######## block 1 ########
**Block 1: clock network drawn from the DEF**

(3 px per µm)
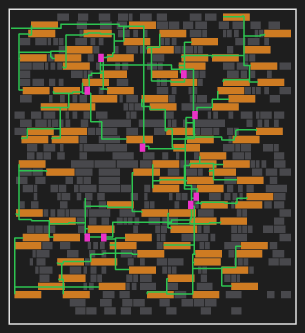

[src/rtl/nco_pkg.sv]
// Shared types and default parameters for the QAM16 carrier NCO sequencer.
package nco_pkg;

    localparam int unsigned FTW_W_DEF      = 32;
    localparam int unsigned POW_W_DEF      = 10;
    localparam int unsigned SETTLE_CYC_DEF = 8;
    localparam logic [FTW_W_DEF-1:0] FTW_DEFAULT_DEF = 32'h0800_0000;

    typedef enum logic [1:0] {
        IDLE   = 2'd0,
        CLEAR  = 2'd1,
        SETTLE = 2'd2,
        RUN    = 2'd3
    } state_t;

endpackage

[src/rtl/nco_seq_ctrl_if.sv]
// Configuration offer/accept channel into the NCO sequencer.
interface nco_seq_ctrl_if
    import nco_pkg::*;
#(
    parameter int unsigned FTW_W = FTW_W_DEF,
    parameter int unsigned POW_W = POW_W_DEF
);
    logic             cfg_valid;
    logic             cfg_ready;
    logic [FTW_W-1:0] cfg_ftw;
    logic [POW_W-1:0] cfg_pow;

    modport master (output cfg_valid, output cfg_ftw, output cfg_pow, input  cfg_ready);
    modport slave  (input  cfg_valid, input  cfg_ftw, input  cfg_pow, output cfg_ready);
endinterface

[src/rtl/nco_cfg_shadow.sv]
// Shadow FTW/POW holding, pending flag and registered cfg_ready for the sequencer.
module nco_cfg_shadow
    import nco_pkg::*;
#(
    parameter int unsigned FTW_W = FTW_W_DEF,
    parameter int unsigned POW_W = POW_W_DEF
) (
    input  logic             clk,
    input  logic             rst,
    input  state_t           state,
    input  state_t           state_nxt,
    input  logic             sym_stb,
    input  logic             cfg_valid,
    input  logic [FTW_W-1:0] cfg_ftw,
    input  logic [POW_W-1:0] cfg_pow,
    output logic             cfg_ready,
    output logic             pending,
    output logic [FTW_W-1:0] shadow_ftw,
    output logic [POW_W-1:0] shadow_pow,
    output logic             take_idle_c,
    output logic             apply_c
);

    logic take_c;
    logic pending_nxt;
    logic ready_nxt;

    // Apply needs RUN held through the edge so a run_en drop discards the shadow.
    always_comb begin
        take_c      = cfg_valid & cfg_ready;
        take_idle_c = take_c && (state == IDLE);
        apply_c     = pending && sym_stb && (state == RUN) && (state_nxt == RUN);
        pending_nxt = pending;
        if (state_nxt == IDLE) begin
            pending_nxt = 1'b0;
        end else if (apply_c) begin
            pending_nxt = 1'b0;
        end else if (take_c && ((state == SETTLE) || (state == RUN))) begin
            pending_nxt = 1'b1;
        end
        ready_nxt = (state_nxt == IDLE) ||
                    (((state_nxt == SETTLE) || (state_nxt == RUN)) && !pending_nxt);
    end

    always_ff @(posedge clk or negedge rst) begin
        if (!rst) begin
            pending    <= 1'b0;
            cfg_ready  <= 1'b1;
            shadow_ftw <= '0;
            shadow_pow <= '0;
        end else begin
            pending   <= pending_nxt;
            cfg_ready <= ready_nxt;
            if (take_c && (state != IDLE)) begin
                shadow_ftw <= cfg_ftw;
                shadow_pow <= cfg_pow;
            end
        end
    end

endmodule

[src/rtl/nco_seq_ctrl.sv]
// Sequencer for the QAM16 carrier NCO: clear, settle, run, symbol-aligned retunes.
// Optional FTW sweep is built when NCO_SWEEP_EN is defined.
module nco_seq_ctrl
    import nco_pkg::*;
#(
    parameter int unsigned      FTW_W       = FTW_W_DEF,
    parameter int unsigned      POW_W       = POW_W_DEF,
    parameter logic [FTW_W-1:0] FTW_DEFAULT = FTW_W'(FTW_DEFAULT_DEF),
    parameter int unsigned      SETTLE_CYC  = SETTLE_CYC_DEF
) (
    input  logic             clk,
    input  logic             rst,
    input  logic             run_en,
    input  logic             sym_stb,
    input  logic             nco_valid,
    nco_seq_ctrl_if.slave    cfg,
`ifdef NCO_SWEEP_EN
    input  logic             sweep_on,
    input  logic [FTW_W-1:0] sweep_step,
    input  logic [FTW_W-1:0] sweep_stop,
`endif
    output logic             nco_en,
    output logic             nco_clr,
    output logic [FTW_W-1:0] nco_ftw,
    output logic [POW_W-1:0] nco_pow,
    output logic             carrier_valid,
    output logic             upd_done,
    output logic             err
);

    localparam int unsigned CNT_W = (SETTLE_CYC > 2) ? $clog2(SETTLE_CYC) : 1;
    localparam logic [CNT_W-1:0] CNT_MAX = CNT_W'(SETTLE_CYC - 1);

    state_t           state, state_nxt;
    logic [CNT_W-1:0] cnt, cnt_nxt;
    logic             en_nxt, clr_nxt, cv_nxt, upd_nxt, err_nxt;
    logic [FTW_W-1:0] ftw_nxt;
    logic [POW_W-1:0] pow_nxt;
    logic             pending, take_idle_c, apply_c;
    logic [FTW_W-1:0] shadow_ftw;
    logic [POW_W-1:0] shadow_pow;

`ifdef NCO_SWEEP_EN
    logic [FTW_W-1:0] last_ftw, last_ftw_nxt, sweep_sum;
    assign sweep_sum = nco_ftw + sweep_step;
`endif

    nco_cfg_shadow #(.FTW_W(FTW_W), .POW_W(POW_W)) u_shadow (
        .clk         (clk),
        .rst         (rst),
        .state       (state),
        .state_nxt   (state_nxt),
        .sym_stb     (sym_stb),
        .cfg_valid   (cfg.cfg_valid),
        .cfg_ftw     (cfg.cfg_ftw),
        .cfg_pow     (cfg.cfg_pow),
        .cfg_ready   (cfg.cfg_ready),
        .pending     (pending),
        .shadow_ftw  (shadow_ftw),
        .shadow_pow  (shadow_pow),
        .take_idle_c (take_idle_c),
        .apply_c     (apply_c)
    );

    // Next state, settle counter and next values of every registered output.
    always_comb begin
        state_nxt = state;
        cnt_nxt   = '0;
        if (!run_en) begin
            state_nxt = IDLE;
        end else begin
            case (state)
                IDLE:   state_nxt = CLEAR;
                CLEAR:  state_nxt = SETTLE;
                SETTLE: begin
                    cnt_nxt = (cnt == CNT_MAX) ? cnt : cnt + CNT_W'(1);
                    if ((cnt == CNT_MAX) && nco_valid) state_nxt = RUN;
                end
                RUN:     state_nxt = RUN;
                default: state_nxt = IDLE;
            endcase
        end

        en_nxt  = (state_nxt == SETTLE) || (state_nxt == RUN);
        clr_nxt = (state_nxt == CLEAR);
        cv_nxt  = run_en && (state == RUN) && nco_valid;
        upd_nxt = apply_c;
        err_nxt = err;
        if (!run_en) begin
            err_nxt = 1'b0;
        end else if ((state == RUN) && !nco_valid) begin
            err_nxt = 1'b1;
        end

        ftw_nxt = nco_ftw;
        pow_nxt = nco_pow;
`ifdef NCO_SWEEP_EN
        last_ftw_nxt = last_ftw;
`endif
        if (take_idle_c) begin
            ftw_nxt = cfg.cfg_ftw;
            pow_nxt = cfg.cfg_pow;
`ifdef NCO_SWEEP_EN
            last_ftw_nxt = cfg.cfg_ftw;
`endif
        end else if (apply_c) begin
            ftw_nxt = shadow_ftw;
            pow_nxt = shadow_pow;
`ifdef NCO_SWEEP_EN
            last_ftw_nxt = shadow_ftw;
        end else if (sweep_on && sym_stb && !pending && (state == RUN) && (state_nxt == RUN)) begin
            ftw_nxt = (sweep_sum > sweep_stop) ? last_ftw : sweep_sum;
`endif
        end
    end

    always_ff @(posedge clk or negedge rst) begin
        if (!rst) begin
            state         <= IDLE;
            cnt           <= '0;
            nco_en        <= 1'b0;
            nco_clr       <= 1'b0;
            nco_ftw       <= FTW_DEFAULT;
            nco_pow       <= '0;
            carrier_valid <= 1'b0;
            upd_done      <= 1'b0;
            err           <= 1'b0;
`ifdef NCO_SWEEP_EN
            last_ftw      <= FTW_DEFAULT;
`endif
        end else begin
            state         <= state_nxt;
            cnt           <= cnt_nxt;
            nco_en        <= en_nxt;
            nco_clr       <= clr_nxt;
            nco_ftw       <= ftw_nxt;
            nco_pow       <= pow_nxt;
            carrier_valid <= cv_nxt;
            upd_done      <= upd_nxt;
            err           <= err_nxt;
`ifdef NCO_SWEEP_EN
            last_ftw      <= last_ftw_nxt;
`endif
        end
    end

endmodule

[src/flat_wrapper.sv]
// flat-port wrapper written by rule: the top's interface ports become plain ports
module nco_seq_ctrl_flat import nco_pkg::*;
#(
    parameter int unsigned      FTW_W       = FTW_W_DEF,
    parameter int unsigned      POW_W       = POW_W_DEF,
    parameter logic [FTW_W-1:0] FTW_DEFAULT = FTW_W'(FTW_DEFAULT_DEF),
    parameter int unsigned      SETTLE_CYC  = SETTLE_CYC_DEF
)
  (clk, rst, run_en, sym_stb, nco_valid, nco_en, nco_clr, nco_ftw, nco_pow, carrier_valid, upd_done, err, cfg_cfg_valid, cfg_cfg_ftw, cfg_cfg_pow, cfg_cfg_ready);
  nco_seq_ctrl_if #(.FTW_W(FTW_W), .POW_W(POW_W)) cfg_i ();
  input  logic clk;
  input  logic rst;
  input  logic run_en;
  input  logic sym_stb;
  input  logic nco_valid;
  output logic nco_en;
  output logic nco_clr;
  output logic [FTW_W-1:0] nco_ftw;
  output logic [POW_W-1:0] nco_pow;
  output logic carrier_valid;
  output logic upd_done;
  output logic err;
  input wire logic [$bits(cfg_i.cfg_valid)-1:0] cfg_cfg_valid;
  input wire logic [$bits(cfg_i.cfg_ftw)-1:0] cfg_cfg_ftw;
  input wire logic [$bits(cfg_i.cfg_pow)-1:0] cfg_cfg_pow;
  output wire logic [$bits(cfg_i.cfg_ready)-1:0] cfg_cfg_ready;
  assign cfg_i.cfg_valid = cfg_cfg_valid;
  assign cfg_i.cfg_ftw = cfg_cfg_ftw;
  assign cfg_i.cfg_pow = cfg_cfg_pow;
  assign cfg_cfg_ready = cfg_i.cfg_ready;
  nco_seq_ctrl #(.FTW_W(FTW_W), .POW_W(POW_W), .FTW_DEFAULT(FTW_DEFAULT), .SETTLE_CYC(SETTLE_CYC)) u_core (.clk(clk), .rst(rst), .run_en(run_en), .sym_stb(sym_stb), .nco_valid(nco_valid), .cfg(cfg_i), .nco_en(nco_en), .nco_clr(nco_clr), .nco_ftw(nco_ftw), .nco_pow(nco_pow), .carrier_valid(carrier_valid), .upd_done(upd_done), .err(err));
endmodule
[config.mk]
export PLATFORM = sky130hd
export DESIGN_NAME = nco_seq_ctrl_flat
export DESIGN_NICKNAME = d
export VERILOG_FILES = /design/src/rtl/nco_pkg.sv /design/src/rtl/nco_seq_ctrl_if.sv /design/src/rtl/nco_cfg_shadow.sv /design/src/rtl/nco_seq_ctrl.sv /design/src/flat_wrapper.sv
export SDC_FILE = /design/constraint.sdc
export NUM_CORES = 1
export LEC_CHECK = 0
export CORE_ASPECT_RATIO = 1.1
export CORE_UTILIZATION = 45
export CTS_BUF_LIST = sky130_fd_sc_hd__clkbuf_2
export CTS_CLUSTER_SIZE = 20
export DETAILED_ROUTE_END_ITERATION = 6
export PLACE_DENSITY_LB_ADDON = 0.08
export SYNTH_ARGS = -nofsm -noshare
export SYNTH_HDL_FRONTEND = slang
export SYNTH_SLANG_ARGS = --single-unit
[constraint.sdc]
create_clock -name clk -period 1.72 [get_ports clk]
set_clock_uncertainty 0.2 [all_clocks]
set_input_delay 0.344 -clock clk [delete_from_list [all_inputs] [get_ports clk]]
set_output_delay 0.344 -clock clk [all_outputs]
set_load 0.02 [all_outputs]
######## block 2 ########
`src/rtl/fm_ctrl_gen.sv`:
```
// ---------------------------------------------------------------------------
// fm_ctrl_gen
//
// FM frequency-control generator for the NCO. Each accepted signed 8-bit
// modulating sample produces a new frequency word target = carrier + sample*dev
// (mod 2^32). The ctrl output slews linearly from its current value to that
// target over 2^RAMP_LOG2 clocks. This avoids step jumps in the NCO's
// instantaneous frequency.
//
// Ports:
//   clk      in   system clock, rising edge
//   rst      in   synchronous active-low reset
//   carrier  in   [31:0] carrier frequency word, latched on accept
//   dev      in   [23:0] deviation gain, latched on accept
//   s_data   in   [7:0]  signed modulating sample
//   s_valid  in   sample valid
//   s_ready  out  high in IDLE (combinational from state)
//   ctrl     out  [31:0] registered frequency word to the NCO
//   busy     out  high whenever not IDLE
// ---------------------------------------------------------------------------
module fm_ctrl_gen #(
    parameter int RAMP_LOG2 = 4
) (
    input  logic        clk,
    input  logic        rst,
    input  logic [31:0] carrier,
    input  logic [23:0] dev,
    input  logic [7:0]  s_data,
    input  logic        s_valid,
    output logic        s_ready,
    output logic [31:0] ctrl,
    output logic        busy
);

    typedef enum logic [1:0] {
        IDLE = 2'd0,
        MULT = 2'd1,
        CALC = 2'd2,
        RAMP = 2'd3
    } state_t;

    // Index of the final ramp edge, on which ctrl snaps to target.
    localparam logic [8:0] CNT_LAST = 9'((1 << RAMP_LOG2) - 1);

    state_t      state;
    logic [7:0]  data_lat;
    logic [31:0] carrier_lat;
    logic [23:0] dev_lat;
    logic [31:0] prod;
    logic [31:0] target;
    logic [31:0] step;
    logic [8:0]  cnt;

    logic [31:0]        prod_next;
    logic [31:0]        target_next;
    logic signed [32:0] diff_next;
    logic [31:0]        step_next;

    // Both operands are extended to 32 bits. |sample*dev| < 2^31, so the
    // 32-bit two's-complement product is exact.
    assign prod_next   = $signed({{24{data_lat[7]}}, data_lat}) * $signed({8'b0, dev_lat});
    assign target_next = carrier_lat + prod;
    // The ramp travels the true 33-bit signed distance, not the shortest
    // circular path around the 2^32 phase-increment space.
    assign diff_next   = $signed({1'b0, target_next}) - $signed({1'b0, ctrl});
    assign step_next   = 32'(diff_next >>> RAMP_LOG2);

    assign s_ready = (state == IDLE);
    assign busy    = (state != IDLE);

    always_ff @(posedge clk) begin
        if (!rst) begin
            state       <= IDLE;
            data_lat    <= '0;
            carrier_lat <= '0;
            dev_lat     <= '0;
            prod        <= '0;
            target      <= '0;
            step        <= '0;
            cnt         <= '0;
            ctrl        <= '0;
        end else begin
            case (state)
                IDLE: begin
                    if (s_valid) begin
                        data_lat    <= s_data;
                        carrier_lat <= carrier;
                        dev_lat     <= dev;
                        state       <= MULT;
                    end
                end
                MULT: begin
                    prod  <= prod_next;
                    state <= CALC;
                end
                CALC: begin
                    target <= target_next;
                    step   <= step_next;
                    cnt    <= '0;
                    state  <= RAMP;
                end
                RAMP: begin
                    cnt <= cnt + 9'd1;
                    if (cnt == CNT_LAST) begin
                        // Land exactly on target; drop the truncation residue of step.
                        ctrl  <= target;
                        state <= IDLE;
                    end else begin
                        ctrl <= ctrl + step;
                    end
                end
                default: state <= IDLE;
            endcase
        end
    end

endmodule

```
`config.mk`:
```
export PLATFORM = sky130hd
export DESIGN_NAME = fm_ctrl_gen
export DESIGN_NICKNAME = d
export VERILOG_FILES = /design/src/rtl/fm_ctrl_gen.sv
export SDC_FILE = /design/constraint.sdc
export NUM_CORES = 1
export LEC_CHECK = 0
export CORE_UTILIZATION = 29
export DETAILED_ROUTE_END_ITERATION = 8
export PLACE_DENSITY = 0.43
export SETUP_SLACK_MARGIN = 0.1
export SLEW_MARGIN = 40
export SYNTH_ARGS = -nofsm -noshare
export SYNTH_HDL_FRONTEND = slang
export SYNTH_SLANG_ARGS = --single-unit
```
`constraint.sdc`:
```
create_clock -name clk -period 4.6 [get_ports clk]
set_input_delay 0.69 -clock clk [delete_from_list [all_inputs] [get_ports clk]]
set_output_delay 0.69 -clock clk [all_outputs]
set_load 0.01 [all_outputs]
```
######## block 3 ########
### src/rtl/uart_pkg.sv
// Shared UART receive definitions: FSM encoding, parity sense and counter sizing.
// Pure constants; no latency, no flow control.
package uart_pkg;

  localparam logic [2:0] ST_IDLE   = 3'd0;
  localparam logic [2:0] ST_START  = 3'd1;
  localparam logic [2:0] ST_DATA   = 3'd2;
  localparam logic [2:0] ST_PARITY = 3'd3;
  localparam logic [2:0] ST_STOP   = 3'd4;

  localparam logic PAR_EVEN = 1'b0;
  localparam logic PAR_ODD  = 1'b1;

  function automatic int clog2(input int value);
    int r;
    r = 0;
    while ((1 << r) < value) r++;
    return r;
  endfunction

endpackage

### src/rtl/uart_sync.sv
// Two-flop synchroniser for an asynchronous idle-high input; 2 clk latency, no backpressure.
// Both stages reset to 1 so a line held idle never produces a spurious low.
module uart_sync (
  input  logic clk,
  input  logic rst,
  input  logic async_in,
  output logic sync_out
);

  logic meta_q, meta_d;
  logic sync_q, sync_d;

  always_comb begin
    meta_d = async_in;
    sync_d = meta_q;
  end

  always_ff @(posedge clk) begin
    if (rst) begin
      meta_q <= 1'b1;
      sync_q <= 1'b1;
    end else begin
      meta_q <= meta_d;
      sync_q <= sync_d;
    end
  end

  assign sync_out = sync_q;

endmodule

### src/rtl/uart_rx_param.sv
// Oversampling UART receiver; dr rises 2 + OVS/2 + OVS*(DATA_BITS+P+STOP_BITS) clks after the first low sample.
// No backpressure: dr is sticky until dr_rst, later good frames overwrite out and flag ovr. Parity via UART_RX_PARITY_EN.
module uart_rx_param
  import uart_pkg::*;
#(
  parameter int DATA_BITS  = 8,
  parameter int OVS        = 16,
  parameter int STOP_BITS  = 1,
  parameter int PARITY_ODD = 0
) (
  input  logic                 clk,
  input  logic                 rst,
  input  logic                 in,
  output logic [DATA_BITS-1:0] out,
  output logic                 dr,
  input  logic                 dr_rst,
  output logic                 ovr,
  output logic                 ferr
`ifdef UART_RX_PARITY_EN
  ,
  output logic                 perr
`endif
);

  localparam int              CW        = clog2(OVS);
  localparam logic [CW-1:0]   HALF_LAST = CW'(OVS / 2 - 1);
  localparam logic [CW-1:0]   BIT_LAST  = CW'(OVS - 1);
  localparam logic [3:0]      DATA_LAST = 4'(DATA_BITS - 1);
  localparam logic [3:0]      STOP_LAST = 4'(STOP_BITS - 1);
`ifdef UART_RX_PARITY_EN
  localparam logic [2:0]      DATA_NEXT = ST_PARITY;
  localparam logic            PAR_LVL   = (PARITY_ODD != 0) ? PAR_ODD : PAR_EVEN;
`else
  localparam logic [2:0]      DATA_NEXT = ST_STOP;
  logic unused_parity_odd;
  assign unused_parity_odd = (PARITY_ODD != 0);
`endif

  logic                 s_in;
  logic [2:0]           state_q, state_d;
  logic [CW-1:0]        cnt_q, cnt_d;
  logic [3:0]           bit_q, bit_d;
  logic [DATA_BITS-1:0] shift_q, shift_d;
  logic                 bad_q, bad_d;
  logic [DATA_BITS-1:0] out_q, out_d;
  logic                 dr_q, dr_d;
  logic                 ovr_q, ovr_d;
  logic                 ferr_q, ferr_d;
  logic                 half_tick, bit_tick, stop_done, frame_bad, par_bad;
`ifdef UART_RX_PARITY_EN
  logic                 par_q, par_d;
  logic                 perr_q, perr_d;
`endif

  uart_sync u_sync (
    .clk      (clk),
    .rst      (rst),
    .async_in (in),
    .sync_out (s_in)
  );

  assign half_tick = (cnt_q == HALF_LAST);
  assign bit_tick  = (cnt_q == BIT_LAST);
  assign stop_done = (state_q == ST_STOP) && bit_tick && (bit_q == STOP_LAST);
  assign frame_bad = bad_q | ~s_in;
`ifdef UART_RX_PARITY_EN
  assign par_bad   = ((^shift_q) ^ par_q) != PAR_LVL;
`else
  assign par_bad   = 1'b0;
`endif

  always_ff @(posedge clk) begin
    if (rst) begin
      state_q <= ST_IDLE;
      cnt_q   <= '0;
      bit_q   <= '0;
      shift_q <= '0;
      bad_q   <= 1'b0;
      out_q   <= '0;
      dr_q    <= 1'b0;
      ovr_q   <= 1'b0;
      ferr_q  <= 1'b0;
`ifdef UART_RX_PARITY_EN
      par_q   <= 1'b0;
      perr_q  <= 1'b0;
`endif
    end else begin
      state_q <= state_d;
      cnt_q   <= cnt_d;
      bit_q   <= bit_d;
      shift_q <= shift_d;
      bad_q   <= bad_d;
      out_q   <= out_d;
      dr_q    <= dr_d;
      ovr_q   <= ovr_d;
      ferr_q  <= ferr_d;
`ifdef UART_RX_PARITY_EN
      par_q   <= par_d;
      perr_q  <= perr_d;
`endif
    end
  end

  always_comb begin
    state_d = state_q;
    case (state_q)
      ST_IDLE:   if (!s_in) state_d = ST_START;
      ST_START:  if (s_in) state_d = ST_IDLE;
                 else if (half_tick) state_d = ST_DATA;
      ST_DATA:   if (bit_tick && (bit_q == DATA_LAST)) state_d = DATA_NEXT;
`ifdef UART_RX_PARITY_EN
      ST_PARITY: if (bit_tick) state_d = ST_STOP;
`endif
      ST_STOP:   if (stop_done) state_d = ST_IDLE;
      default:   state_d = ST_IDLE;
    endcase
  end

  always_comb begin
    cnt_d   = bit_tick ? '0 : cnt_q + 1'b1;
    bit_d   = bit_q;
    shift_d = shift_q;
    bad_d   = bad_q;
    out_d   = out_q;
    dr_d    = dr_q & ~dr_rst;
    ovr_d   = ovr_q & ~dr_rst;
    ferr_d  = ferr_q & ~dr_rst;
`ifdef UART_RX_PARITY_EN
    par_d   = par_q;
    perr_d  = perr_q & ~dr_rst;
`endif
    case (state_q)
      ST_IDLE: begin
        cnt_d = '0;
        bit_d = '0;
        bad_d = 1'b0;
      end
      ST_START: cnt_d = (s_in || half_tick) ? '0 : cnt_q + 1'b1;
      ST_DATA: if (bit_tick) begin
        shift_d = {s_in, shift_q[DATA_BITS-1:1]};
        bit_d   = (bit_q == DATA_LAST) ? 4'd0 : bit_q + 4'd1;
      end
`ifdef UART_RX_PARITY_EN
      ST_PARITY: if (bit_tick) par_d = s_in;
`endif
      ST_STOP: if (bit_tick) begin
        bit_d = bit_q + 4'd1;
        bad_d = frame_bad;
      end
      default: cnt_d = '0;
    endcase
    // Completion sets outrank a coincident dr_rst clear.
    if (stop_done) begin
      if (frame_bad) ferr_d = 1'b1;
`ifdef UART_RX_PARITY_EN
      if (par_bad) perr_d = 1'b1;
`endif
      if (!frame_bad && !par_bad) begin
        out_d = shift_q;
        dr_d  = 1'b1;
        if (dr_q) ovr_d = 1'b1;
      end
    end
  end

  assign out  = out_q;
  assign dr   = dr_q;
  assign ovr  = ovr_q;
  assign ferr = ferr_q;
`ifdef UART_RX_PARITY_EN
  assign perr = perr_q;
`endif

endmodule
### config.mk
export PLATFORM = sky130hd
export DESIGN_NAME = uart_rx_param
export DESIGN_NICKNAME = d
export VERILOG_FILES = /design/src/rtl/uart_pkg.sv /design/src/rtl/uart_sync.sv /design/src/rtl/uart_rx_param.sv
export SDC_FILE = /design/constraint.sdc
export NUM_CORES = 1
export LEC_CHECK = 0
export CORE_ASPECT_RATIO = 0.5
export CORE_MARGIN = 3
export CORE_UTILIZATION = 35
export DETAILED_ROUTE_END_ITERATION = 7
export PLACE_DENSITY_LB_ADDON = 0.1
export SYNTH_ARGS = -nofsm -noshare
export SYNTH_HDL_FRONTEND = slang
export SYNTH_SLANG_ARGS = --single-unit
### constraint.sdc
create_clock -name clk -period 1.7 [get_ports clk]
set_clock_uncertainty 0.2 [all_clocks]
set_input_delay 0.34 -clock clk [delete_from_list [all_inputs] [get_ports clk]]
set_output_delay 0.34 -clock clk [all_outputs]
set_load 0.01 [all_outputs]
######## block 4 ########
**config.mk**
```make
export PLATFORM = sky130hd
export DESIGN_NAME = reg_scoreboard_flat
export DESIGN_NICKNAME = d
export VERILOG_FILES = /design/src/rtl/reg_scoreboard_pkg.sv /design/src/rtl/reg_scoreboard_if.sv /design/src/rtl/reg_scoreboard_sb_counter.sv /design/src/rtl/reg_scoreboard.sv /design/src/flat_wrapper.sv
export SDC_FILE = /design/constraint.sdc
export NUM_CORES = 1
export LEC_CHECK = 0
export CORE_AREA = 2 2 82 84
export CTS_BUF_LIST = sky130_fd_sc_hd__clkbuf_4 sky130_fd_sc_hd__clkbuf_8 sky130_fd_sc_hd__clkbuf_16
export DETAILED_ROUTE_END_ITERATION = 10
export DIE_AREA = 0 0 84 86
export PLACE_DENSITY_LB_ADDON = 0.12
export REMOVE_ABC_BUFFERS = 1
export SLEW_MARGIN = 15
export SYNTH_ARGS = -nofsm -noshare
export SYNTH_HDL_FRONTEND = slang
export SYNTH_HIERARCHICAL = 1
export SYNTH_SLANG_ARGS = --single-unit
```
**constraint.sdc**
```tcl
create_clock -name clk -period 2.9 [get_ports clk]
set_clock_uncertainty 0.1 [all_clocks]
set_input_delay 0.29 -clock clk [delete_from_list [all_inputs] [get_ports clk]]
set_output_delay 0.29 -clock clk [all_outputs]
set_load 0.05 [all_outputs]
```
**src/rtl/reg_scoreboard_pkg.sv**
```systemverilog
// Shared defaults and types for the decode-stage register hazard scoreboard.
package reg_scoreboard_pkg;
  localparam int NUM_REGS = 8;
  localparam int SEL_W    = 3;
  localparam int CNT_W    = 2;

  typedef logic [SEL_W-1:0] sel_t;
  typedef logic [CNT_W-1:0] cnt_t;

  localparam cnt_t CNT_MAX = '1;
  localparam cnt_t CNT_ONE = cnt_t'(1);
endpackage

```
**src/rtl/reg_scoreboard_if.sv**
```systemverilog
// Decode / writeback / squash bundle between the pipeline (master) and the scoreboard (slave).
interface reg_scoreboard_if #(
  parameter int NUM_REGS = reg_scoreboard_pkg::NUM_REGS,
  parameter int SEL_W    = reg_scoreboard_pkg::SEL_W
);
  logic             id_valid;
  logic             id_read1_en;
  logic [SEL_W-1:0] id_read1_sel;
  logic             id_read2_en;
  logic [SEL_W-1:0] id_read2_sel;
  logic             id_write_en;
  logic [SEL_W-1:0] id_write_sel;
  logic             wb_en;
  logic [SEL_W-1:0] wb_sel;
  logic             kill_en;
  logic [SEL_W-1:0] kill_sel;
  logic             stall;
  logic             issue;
  logic [NUM_REGS-1:0] busy_vec;
  logic             err;
  logic [15:0]      stall_cycles;

  modport master (
    output id_valid, id_read1_en, id_read1_sel, id_read2_en, id_read2_sel,
           id_write_en, id_write_sel, wb_en, wb_sel, kill_en, kill_sel,
    input  stall, issue, busy_vec, err, stall_cycles
  );

  modport slave (
    input  id_valid, id_read1_en, id_read1_sel, id_read2_en, id_read2_sel,
           id_write_en, id_write_sel, wb_en, wb_sel, kill_en, kill_sel,
    output stall, issue, busy_vec, err, stall_cycles
  );
endinterface

```
**src/rtl/reg_scoreboard_sb_counter.sv**
```systemverilog
// One register's outstanding-write counter: +inc, -wb, -kill per cycle, clamped at zero.
module sb_counter
  import reg_scoreboard_pkg::*;
#(
  parameter int CNT_W = reg_scoreboard_pkg::CNT_W
) (
  input  logic             clk,
  input  logic             rst,
  input  logic             inc,
  input  logic             dec_wb,
  input  logic             dec_kill,
  output logic [CNT_W-1:0] cnt,
  output logic             underflow
);
  logic signed [CNT_W+1:0] sum;

  // Negative totals mean a retire arrived with no matching producer.
  function automatic logic [CNT_W-1:0] clamp_low(input logic signed [CNT_W+1:0] v);
    return v[CNT_W+1] ? '0 : v[CNT_W-1:0];
  endfunction

  always_comb begin
    sum = $signed({2'b00, cnt})
        + $signed({{(CNT_W+1){1'b0}}, inc})
        - $signed({{(CNT_W+1){1'b0}}, dec_wb})
        - $signed({{(CNT_W+1){1'b0}}, dec_kill});
    underflow = sum[CNT_W+1];
  end

  always_ff @(posedge clk) begin
    if (rst) cnt <= '0;
    else     cnt <= clamp_low(sum);
  end
endmodule

```
**src/rtl/reg_scoreboard.sv**
```systemverilog
// Decode hazard scoreboard; define SCOREBOARD_STALL_STATS_EN to build the stall_cycles counter.
module reg_scoreboard
  import reg_scoreboard_pkg::*;
#(
  parameter int NUM_REGS = reg_scoreboard_pkg::NUM_REGS,
  parameter int SEL_W    = reg_scoreboard_pkg::SEL_W,
  parameter int CNT_W    = reg_scoreboard_pkg::CNT_W
) (
  input logic             clk,
  input logic             rst,
  reg_scoreboard_if.slave bus
);
  localparam logic [CNT_W-1:0] MAX_CNT = '1;
  localparam logic [CNT_W-1:0] ONE_CNT = {{(CNT_W-1){1'b0}}, 1'b1};

  logic [CNT_W-1:0]    cnt [NUM_REGS];
  logic [NUM_REGS-1:0] inc, dec_wb, dec_kill, underflow, busy;
  logic                haz1, haz2, full, stall, issue, err;

  // A lone producer writing back now is forwarded by the register file.
  function automatic logic relief(input logic [CNT_W-1:0] c, input logic [SEL_W-1:0] s,
                                  input logic wbe, input logic [SEL_W-1:0] wbs);
    return (c == ONE_CNT) && wbe && (wbs == s);
  endfunction

  always_comb begin
    haz1  = bus.id_read1_en && (cnt[bus.id_read1_sel] != '0)
         && !relief(cnt[bus.id_read1_sel], bus.id_read1_sel, bus.wb_en, bus.wb_sel);
    haz2  = bus.id_read2_en && (cnt[bus.id_read2_sel] != '0)
         && !relief(cnt[bus.id_read2_sel], bus.id_read2_sel, bus.wb_en, bus.wb_sel);
    full  = bus.id_write_en && (cnt[bus.id_write_sel] == MAX_CNT);
    stall = bus.id_valid && (haz1 || haz2 || full);
    issue = bus.id_valid && !stall;
  end

  for (genvar i = 0; i < NUM_REGS; i++) begin : g_cnt
    assign inc[i]      = issue && bus.id_write_en && (bus.id_write_sel == SEL_W'(i));
    assign dec_wb[i]   = bus.wb_en && (bus.wb_sel == SEL_W'(i));
    assign dec_kill[i] = bus.kill_en && (bus.kill_sel == SEL_W'(i));
    assign busy[i]     = |cnt[i];

    sb_counter #(.CNT_W(CNT_W)) u_cnt (
      .clk       (clk),
      .rst       (rst),
      .inc       (inc[i]),
      .dec_wb    (dec_wb[i]),
      .dec_kill  (dec_kill[i]),
      .cnt       (cnt[i]),
      .underflow (underflow[i])
    );
  end

  always_ff @(posedge clk) begin
    if (rst)             err <= 1'b0;
    else if (|underflow) err <= 1'b1;
  end

`ifdef SCOREBOARD_STALL_STATS_EN
  logic [15:0] stall_cnt;

  function automatic logic [15:0] sat_inc16(input logic [15:0] v);
    return (v == 16'hFFFF) ? v : v + 16'd1;
  endfunction

  always_ff @(posedge clk) begin
    if (rst)        stall_cnt <= '0;
    else if (stall) stall_cnt <= sat_inc16(stall_cnt);
  end

  assign bus.stall_cycles = stall_cnt;
`else
  assign bus.stall_cycles = '0;
`endif

  assign bus.stall    = stall;
  assign bus.issue    = issue;
  assign bus.busy_vec = busy;
  assign bus.err      = err;
endmodule
```
**src/flat_wrapper.sv**
```systemverilog
// flat-port wrapper written by rule: the top's interface ports become plain ports
module reg_scoreboard_flat import reg_scoreboard_pkg::*;
#(
  parameter int NUM_REGS = reg_scoreboard_pkg::NUM_REGS,
  parameter int SEL_W    = reg_scoreboard_pkg::SEL_W,
  parameter int CNT_W    = reg_scoreboard_pkg::CNT_W
)
  (clk, rst, bus_id_valid, bus_id_read1_en, bus_id_read1_sel, bus_id_read2_en, bus_id_read2_sel, bus_id_write_en, bus_id_write_sel, bus_wb_en, bus_wb_sel, bus_kill_en, bus_kill_sel, bus_stall, bus_issue, bus_busy_vec, bus_err, bus_stall_cycles);
  reg_scoreboard_if #(.NUM_REGS(NUM_REGS), .SEL_W(SEL_W)) bus_i ();
  input logic clk;
  input logic rst;
  input wire logic [$bits(bus_i.id_valid)-1:0] bus_id_valid;
  input wire logic [$bits(bus_i.id_read1_en)-1:0] bus_id_read1_en;
  input wire logic [$bits(bus_i.id_read1_sel)-1:0] bus_id_read1_sel;
  input wire logic [$bits(bus_i.id_read2_en)-1:0] bus_id_read2_en;
  input wire logic [$bits(bus_i.id_read2_sel)-1:0] bus_id_read2_sel;
  input wire logic [$bits(bus_i.id_write_en)-1:0] bus_id_write_en;
  input wire logic [$bits(bus_i.id_write_sel)-1:0] bus_id_write_sel;
  input wire logic [$bits(bus_i.wb_en)-1:0] bus_wb_en;
  input wire logic [$bits(bus_i.wb_sel)-1:0] bus_wb_sel;
  input wire logic [$bits(bus_i.kill_en)-1:0] bus_kill_en;
  input wire logic [$bits(bus_i.kill_sel)-1:0] bus_kill_sel;
  output wire logic [$bits(bus_i.stall)-1:0] bus_stall;
  output wire logic [$bits(bus_i.issue)-1:0] bus_issue;
  output wire logic [$bits(bus_i.busy_vec)-1:0] bus_busy_vec;
  output wire logic [$bits(bus_i.err)-1:0] bus_err;
  output wire logic [$bits(bus_i.stall_cycles)-1:0] bus_stall_cycles;
  assign bus_i.id_valid = bus_id_valid;
  assign bus_i.id_read1_en = bus_id_read1_en;
  assign bus_i.id_read1_sel = bus_id_read1_sel;
  assign bus_i.id_read2_en = bus_id_read2_en;
  assign bus_i.id_read2_sel = bus_id_read2_sel;
  assign bus_i.id_write_en = bus_id_write_en;
  assign bus_i.id_write_sel = bus_id_write_sel;
  assign bus_i.wb_en = bus_wb_en;
  assign bus_i.wb_sel = bus_wb_sel;
  assign bus_i.kill_en = bus_kill_en;
  assign bus_i.kill_sel = bus_kill_sel;
  assign bus_stall = bus_i.stall;
  assign bus_issue = bus_i.issue;
  assign bus_busy_vec = bus_i.busy_vec;
  assign bus_err = bus_i.err;
  assign bus_stall_cycles = bus_i.stall_cycles;
  reg_scoreboard #(.NUM_REGS(NUM_REGS), .SEL_W(SEL_W), .CNT_W(CNT_W)) u_core (.clk(clk), .rst(rst), .bus(bus_i));
endmodule
```
**Block 2: signal wires on met4**

(1.5 px per µm) Supply wires on this layer in gray. Cells faint in the background.
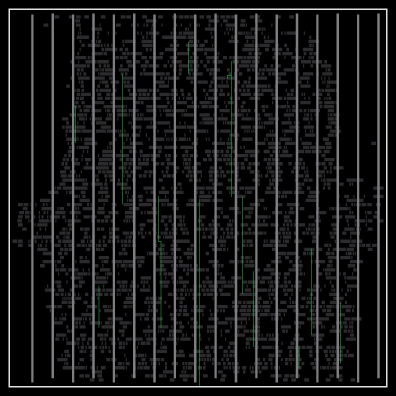
main direction = vertical
nets with wire on the layer = 7
share of all routed wire = 1.3%
longest straight run = 124 µm
wire length on this layer = 695 µm

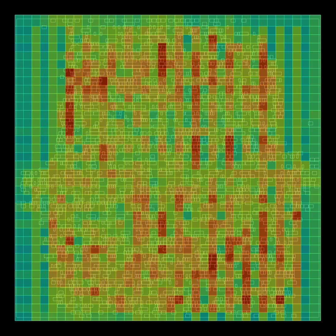
**Above:** block 2 (congestion heat map).
Tot GR Track Use: 17.30%
Layout Utilization: 37.84%
met2 Use GR: 28.78%
GR Util met1: 23.63%
GRT busiest layer: met2

==> job_summary.md, block 2 <==
### Metrics collected by this job

| Metric | Value |
|---|---|
| Power Dens Cells | `458.2 nW/µm²` |
| Synth area leader | `dfxtp_1` |
| Layout cell share with drive strength beyond 1 | `18.48%` |
| Fin area | `22960 µm²` |
| Clk network pwr share | `14.7%` |
| Startpoint Class | `flip-flop` |
| H-tree level count | `4` |
| Final setup skew | `0.01685 ns` |
| Distinct cells, synth | `72` |
| Crit end category | `flip-flop` |
| Leakage | `10.37 nW` |
| Core area | `60700 µm²` |
| Ys async rst share | `0%` |
| Number of enable flip-flop cells | `0` |
| Clock Tree Buf Depth | `2` |
| Root Buffer | `clkbuf_16` |
| Slowest cell on the critical path | `fa_1` |
| Clock buffer cells | `19` |
| Crit path buf inv count | `7` |
| CTS tree | `yes` |
| Drt initial violations | `654` |
| Routability Congestion | `0.8200` |
| Clock insertion delay at the later pin of the skew report | `0.50 ns` |
| Routed vias | `15560` |
| Fin crit share | `106.8%` |
| Final setup fails | `14` |
| Worst Hold Path EP | `carrier_lat[19]` |
| Flip-flops | `200` |
| Fillers | `6169` |
| Post-Syn Area | `17940 µm²` |
| Clk sinks | `200` |
| Synth flops | `200` |
| Final WS setup | `-0.3118 ns` |
| Combinational power share | `62.2%` |
| Seq pwr share | `23.1%` |
| Crit path max-delay family | `adder cells` |
| Max-cap violations | `0` |
| Failing checks | `negative setup slack` |
| Status | `finished, violations left` |
| Top pwr grp | `combinational cells` |
| Nets at Floorplan | `2541` |
| Multi-input combinational area share | `58.86%` |
[block 2: kinds of logic after synthesis]
| family | synth area share, % |
|---|---|
| xor gates and xnor gates | 4.979 |
| muxes | 2.629 |
| and+or+nand+nor | 19.25 |
| adders and majority gates | 26.92 |
| DFF | 22.32 |
| buffers and inverters | 6.904 |
| AOI/OAI and AO/OA | 17.00 |
[block 2: per-layer routing]
| layer | wire [µm] | vias up | global-route usage (%) | part of all wire (%) |
|---|---|---|---|---|
| met4 | 695 | 0 | 4.628 | 1.3 |
| met2 | 25550 | 163 | 28.78 | 48 |
| met5 | 0 | - | 0 | 0 |
| met3 | 1144 | 31 | 1.988 | 2.1 |
| li1 | - | 7800 | - | - |
| met1 | 25950 | 7566 | 23.63 | 49 |
[block 2: worst max path at each step]
stage	endpoint	depth (start not counted)	slack, ns	from
after floorplan	prod[24]	18	0.06	data_lat[2]
after global placement	prod[31]	19	-0.45	data_lat[6]
after detailed placement	step[26]	24	-0.53	prod[0]
after CTS	prod[31]	19	-0.28	dev_lat[7]
after global routing	prod[29]	19	-0.53	data_lat[7]
final	prod[27]	21	-0.31	data_lat[7]
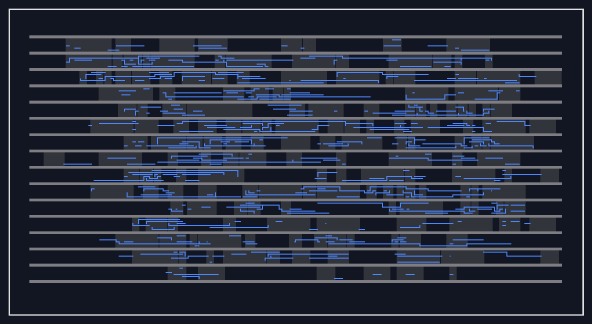
**Above:** block 3 (signal wires on met1).
(6 px per µm) Supply wires on this layer in gray. Cells faint in the background.
share of all routed wire = 51%
longest straight run = 27.1 µm

==> job_summary.md, block 3 <==
### Metrics collected by this job

| Metric | Value |
|---|---|
| Routed wl met2 | `1.176 mm` |
| Post-Layout Cell Count | `231` |
| Clock Tree Buf Depth | `2` |
| Crit end category | `flip-flop` |
| Status | `finished clean` |
| Synth area leader | `dfxtp_1` |
| Vias/cell | `4.805` |
| Hold Crit Class | `reg -> reg` |
| Pre-CTS setup slack | `-0.09891 ns` |
| Post-Syn Area | `1399 µm²` |
| Seq share, synth | `47.23%` |
| Total Power | `0.001590 W` |
| Area grow syn2layout | `35.15%` |
| Slew Limit Fails | `0` |
| DR WL met3 | `137 µm` |
| Routability Congestion | `0.7892` |
| Drt total wl | `2.798 mm` |
| Crit path max-delay family | `simple AND/OR/NAND/NOR gates` |
| MUX share of area | `6.440%` |
| Clock-cell share | `6.155%` |
| Most frequent cells in the layout | `dfxtp_1, nor2_1, buf_4, a21oi_1, nand3_1` |
| Top routing layer in use | `met4` |
| Max_slew headroom | `77.55%` |
| CP max FO | `5` |
| Drt first pass iters | `4` |
| XORs/XNORs by Area | `2.504%` |
| Global-route wire length before repair | `4.692 mm` |
## block 3: repair_timing
action / CTS / global route
gates resized: 9 / 18
pin swaps: 0 / 1
hold buffers: 0 / 0
endpoints found under the setup margin: 10 / 23
gates cloned: 0 / 0
buffers inserted: 0 / 1
## block 3: worst reg2reg max path, stage by stage, from the launching register on
cell     delay (ns)
dfxtp_2        0.35
ha_4           0.15
and3_4         0.20
a21oi_4        0.06
or4_4          0.49
a21oi_2        0.12
## block 3: power groups by stage
stage                     clock network [W]  registers [W]  logic [W]
after global placement                    0       0.000798  0.0000432
after CTS                          0.000775       0.000780  0.0000442
after global routing               0.000802       0.000781  0.0000501
after detailed placement                  0       0.000798  0.0000435
final                              0.000764       0.000780  0.0000454
after floorplan                           0       0.000796  0.0000223
## block 3: path summary, 6_finish.rpt
check	depth (start not counted)	to
setup reg to reg	5	bit_q[2]
hold / removal	1	u_sync.sync_out
setup / recovery	5	bit_q[2]
hold reg to reg	1	u_sync.sync_out
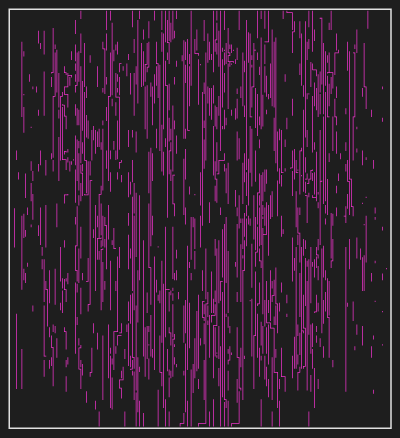
**Above:** block 1 (the metal 2 layer).
(4 px per µm)
wire length on this layer = 5450 µm
main direction = vertical
nets with wire on the layer = 466
share of all routed wire = 51%
longest straight run = 43.9 µm

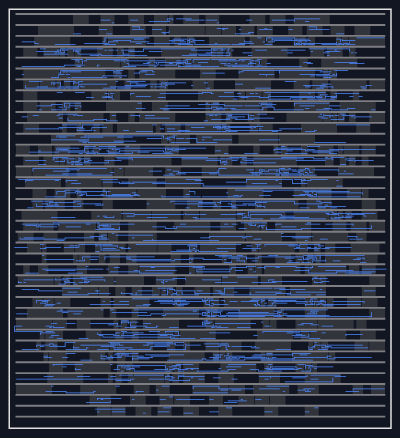
**Above:** block 1 (signal wires on met1).
(4 px per µm) Supply wires on this layer in gray. Cells faint in the background.
share of all routed wire = 44%
main direction = horizontal
nets with wire on the layer = 458
wire length on this layer = 4680 µm
longest straight run = 30.4 µm

About 'clock network drawn from the DEF' of block 1:
flip-flops -> orange  # count 96
clock drivers -> magenta  # count 9
clock wires -> green  # length 1100 µm
flops lie = widely spread
routed clock nets = 10

==> job_summary.md, block 1 <==
### Metrics collected by this job

| Metric | Value |
|---|---|
| Critical path class | `reg -> reg` |
| Post-synth area hogs | `dfrtp_1, mux2_2, a31oi_1` |
| Failing checks | `negative setup slack` |
| Die height | `104.4 µm` |
| Critical Path RT | `1.99 ns` |
| Multi-input gates | `243` |
| Fillers | `795` |
| Global-route wire length before repair | `16.78 mm` |
| Final setup fails | `39` |
| Ys async rst share | `100.0%` |
| # Cells Yosys | `375` |
| Synth area leader | `dfrtp_1` |
| Status | `finished, violations left` |
| Synth flops | `96` |
| DRC violation count after routing | `0` |
| Tot GR Track Use | `22.11%` |
| Row cnt | `37` |
| Final WS setup | `-0.07828 ns` |
| Flop2flop setup slack | `-0.08 ns` |
| Main flop type | `dfrtp_1` |
| Layout cell share with drive strength beyond 1 | `30.66%` |
| Crit end category | `flip-flop` |
| Tapcell Cnt | `117` |
| Most frequent cell after synthesis | `dfrtp_1` |
| Flop share of the area | `41.71%` |
| Total CTS buffers | `9` |
| Hold Crit Class | `in -> async` |
| Top Registers | `u_core.nco_ftw: 32 flops, u_core.u_shadow.shadow_ftw: 32 flops` |
| Flip-flops | `96` |
| Seq share, synth | `56.08%` |
| Minimum clock period | `1.798 ns` |
| Min Hold Slack | `0.03968 ns` |
| Placed Instances | `580` |
| Fin crit share | `104.6%` |
-- block 1: cells in the final DEF (no fill, tap or decap) --
cell	n
ha_1	2
nor3b_1	2
mux2_4	10
nand3_4	1
and2_1	1
a31oi_1	43
clkbuf_16	2
dlygate4sd3_1	1
dfstp_2	2
o21ai_1	7
inv_1	1
xor2_1	1
or2b_1	1
nor2_1	47
buf_4	21
buf_6	45
buf_16	1
mux2_2	32
and3_2	1
a21oi_1	46
nand3b_1	1
clkinvlp_4	1
clkbuf_2	12
nand4bb_2	1
dfrtp_1	94
buf_12	12
clkdlybuf4s50_1	46
buf_2	3
o21ai_0	35
and2_2	1
o211ai_4	1
mux2i_1	2
bufinv_16	2
nand2_1	3
o221ai_1	1
o21a_1	3
and4bb_4	1
-- block 1: metal layers --
layer	part of all wire (%)	routed length, µm	GRT usage (%)
met5	0	0	0
met4	0.71	76	4.870
met3	4.8	517	4.751
met2	51	5445	35.51
met1	44	4684	30.54
-- block 1: report_power, final --
part	total [W]	leakage (nW)	switching (W)	internal [W]
sequential	0.00335	1.11	0.000421	0.00293
clock	0.00121	0.0783	0.000715	0.000491
combinational	0.00251	1.26	0.00113	0.00138
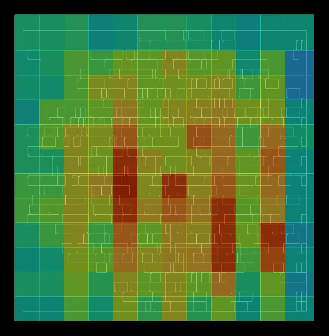
**Above:** block 4 (congestion heat map).
GRT busiest layer: met2
Tot GR Track Use: 17.64%
routed len/inst: 15.65 µm

==> job_summary.md, block 4 <==
### Metrics collected by this job

| Metric | Value |
|---|---|
| Most frequent cells in the layout | `buf_4, inv_1, clkdlybuf4s50_1, ha_1, conb_1` |
| Total CTS buffers | `3` |
| Yosys chip area | `2106 µm²` |
| Clock insertion delay at the later pin of the skew report | `0.26 ns` |
| Multi-input gates | `174` |
| Leakage | `1.457 nW` |
| Status | `finished clean` |
| DP HPWL | `4.951 mm` |
| H-tree level count | `1` |
| # diodes | `0` |
| Synth flops | `17` |
| Core area | `6277 µm²` |
| Setup_tns | `0 ns` |
| Placed Instances | `383` |
| Seq share, synth | `16.16%` |
| DRC violation count after routing | `0` |
| Vias/cell | `4.772` |
| Final setup fails | `0` |
| Critical path class | `reg -> reg` |
| Post-Syn Area | `2106 µm²` |
| Total Power | `0.0009844 W` |
| Number of non-clock buffers in the layout | `79` |
| Layout cell share with drive strength beyond 1 | `34.50%` |
| Layout Utilization | `48.65%` |
| Number of enable flip-flop cells | `0` |
| Commonest cells in the netlist | `inv_1, ha_1, nor3b_1` |
| Clock Tree Buf Depth | `2` |
| Post-CTS Hold Buffers | `0` |
| Multi-input combinational area share | `56.53%` |
| CTS tree | `yes` |
| R2R depth | `11` |
| # Post-CTS Setup Buffers | `0` |
| PostCTS Resize Cnt | `23` |
| Crit end category | `flip-flop` |
| Routability Congestion | `0.8818` |
-- block 4: final timing paths --
path / from / end / slack (ns)
worst min register to register: u_core/bus.err / u_core/bus.err / 0.49
worst max register to register: u_core/g_cnt[2].u_cnt/cnt[1] / u_core/bus.err / 0.05
worst min-delay path: u_core/bus.err / u_core/bus.err / 0.49
worst max-delay path: u_core/g_cnt[2].u_cnt/cnt[1] / u_core/bus.err / 0.05
-- block 4: layer usage --
layer  track usage [%]  vias up  routed length, µm
met5                 0        -                  0
met4             5.865        0                134
met3             1.925       10                245
met2             29.31       59               2800
met1             24.01      863               2923
li1                  -      929                  -
-- block 4: worst max-delay path: cells and delay by family (launching register included) --
family                   cells  cell delay, ns
AND-OR/OR-AND                3            0.66
adder cells (fa/ha/maj)      2            0.37
buffers and inverters        1            0.17
flip-flops                   1            0.37
multiplexers                 1            0.45
AND/OR/NAND/NOR              4            0.57
-- block 4: power by group --
part	switching, W	internal (W)
registers	0.0000207	0.000254
logic	0.000296	0.000224
clock network	0.0000941	0.0000955
-- block 4: state kept, by name (all words and copies together), names as in the netlist --
register / count
u_core/bus.err: 1
u_core/g_cnt.u_cnt/cnt: 16


==> layout pictures side by side <==
Met3 routing.
(a)
(6 px per µm) Cells faint in the background.
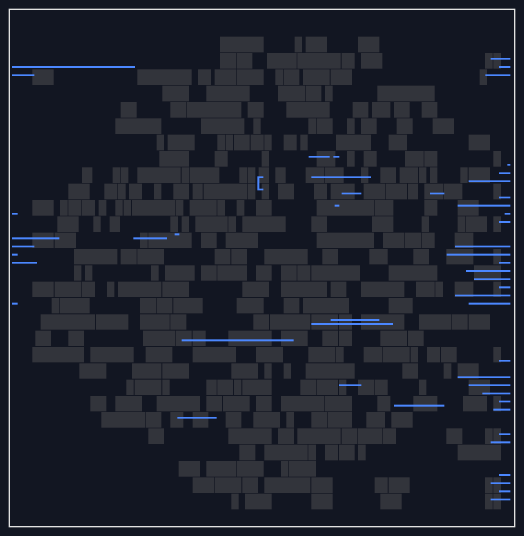
(b)
(8 px per µm) Cells faint in the background.
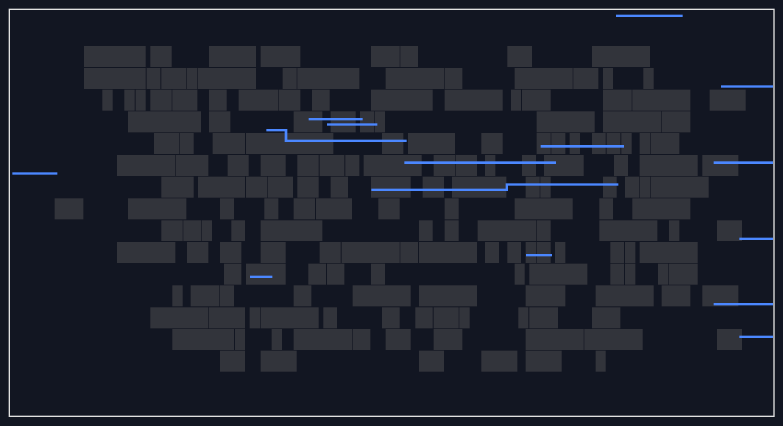
(c)
(6 px per µm) Cells faint in the background.
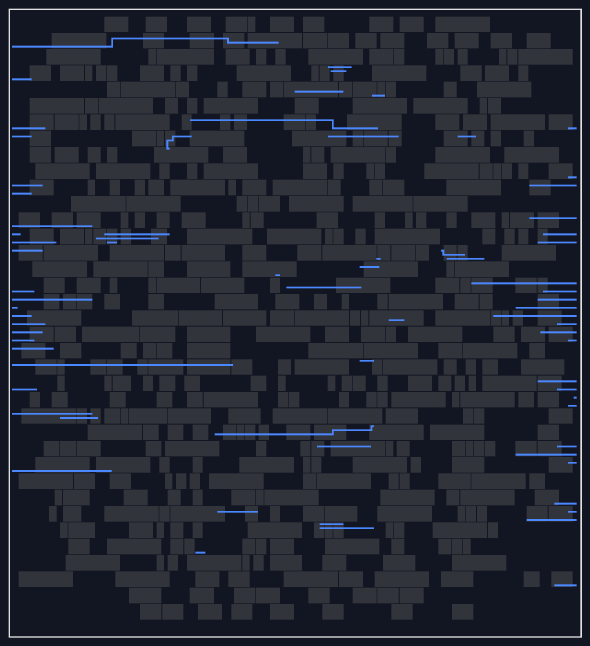
(d)
(2 px per µm) Cells faint in the background.
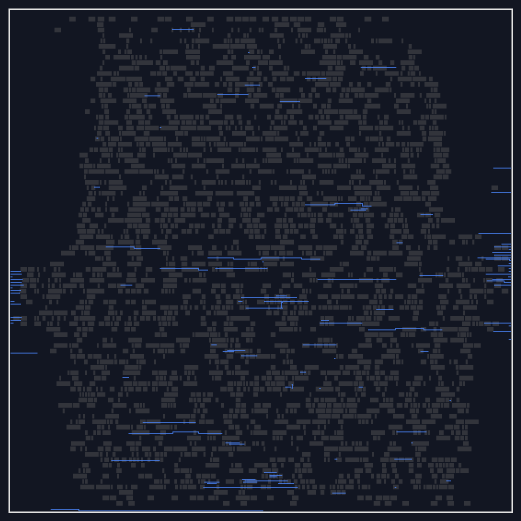
(a): block 4
(b): block 3
(d): block 2
(c): block 1
The one with the smallest die is (b).
The one with the largest die is (d).


==> screenshots <==
The metal 2 layer.
picture 1
(2 px per µm)
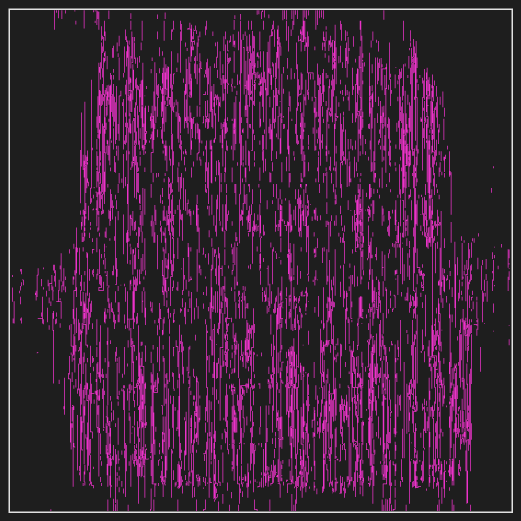
picture 2
(6 px per µm)
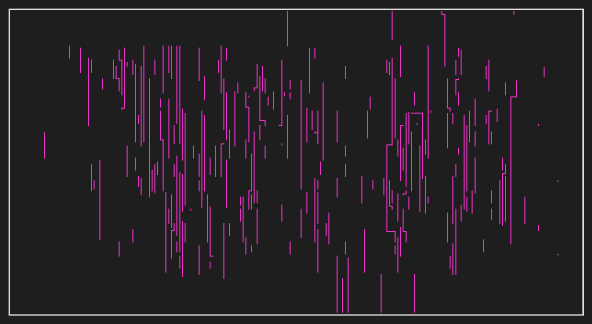
picture 3
(6 px per µm)
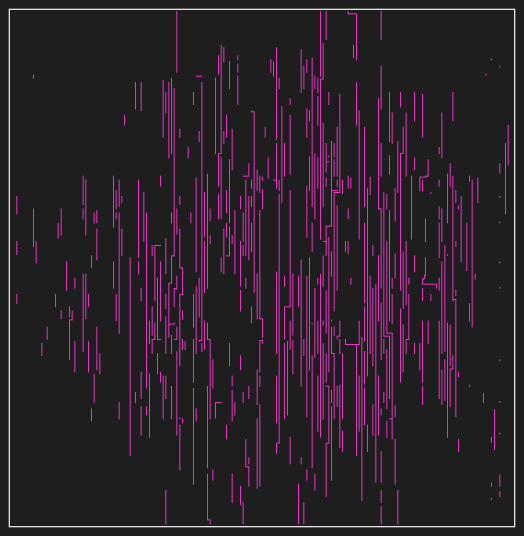
| picture | from |
|---|---|
| picture 1 | block 2 |
| picture 3 | block 4 |
| picture 2 | block 3 |

No activity file was given, so power comes from the tool's default toggle rates.
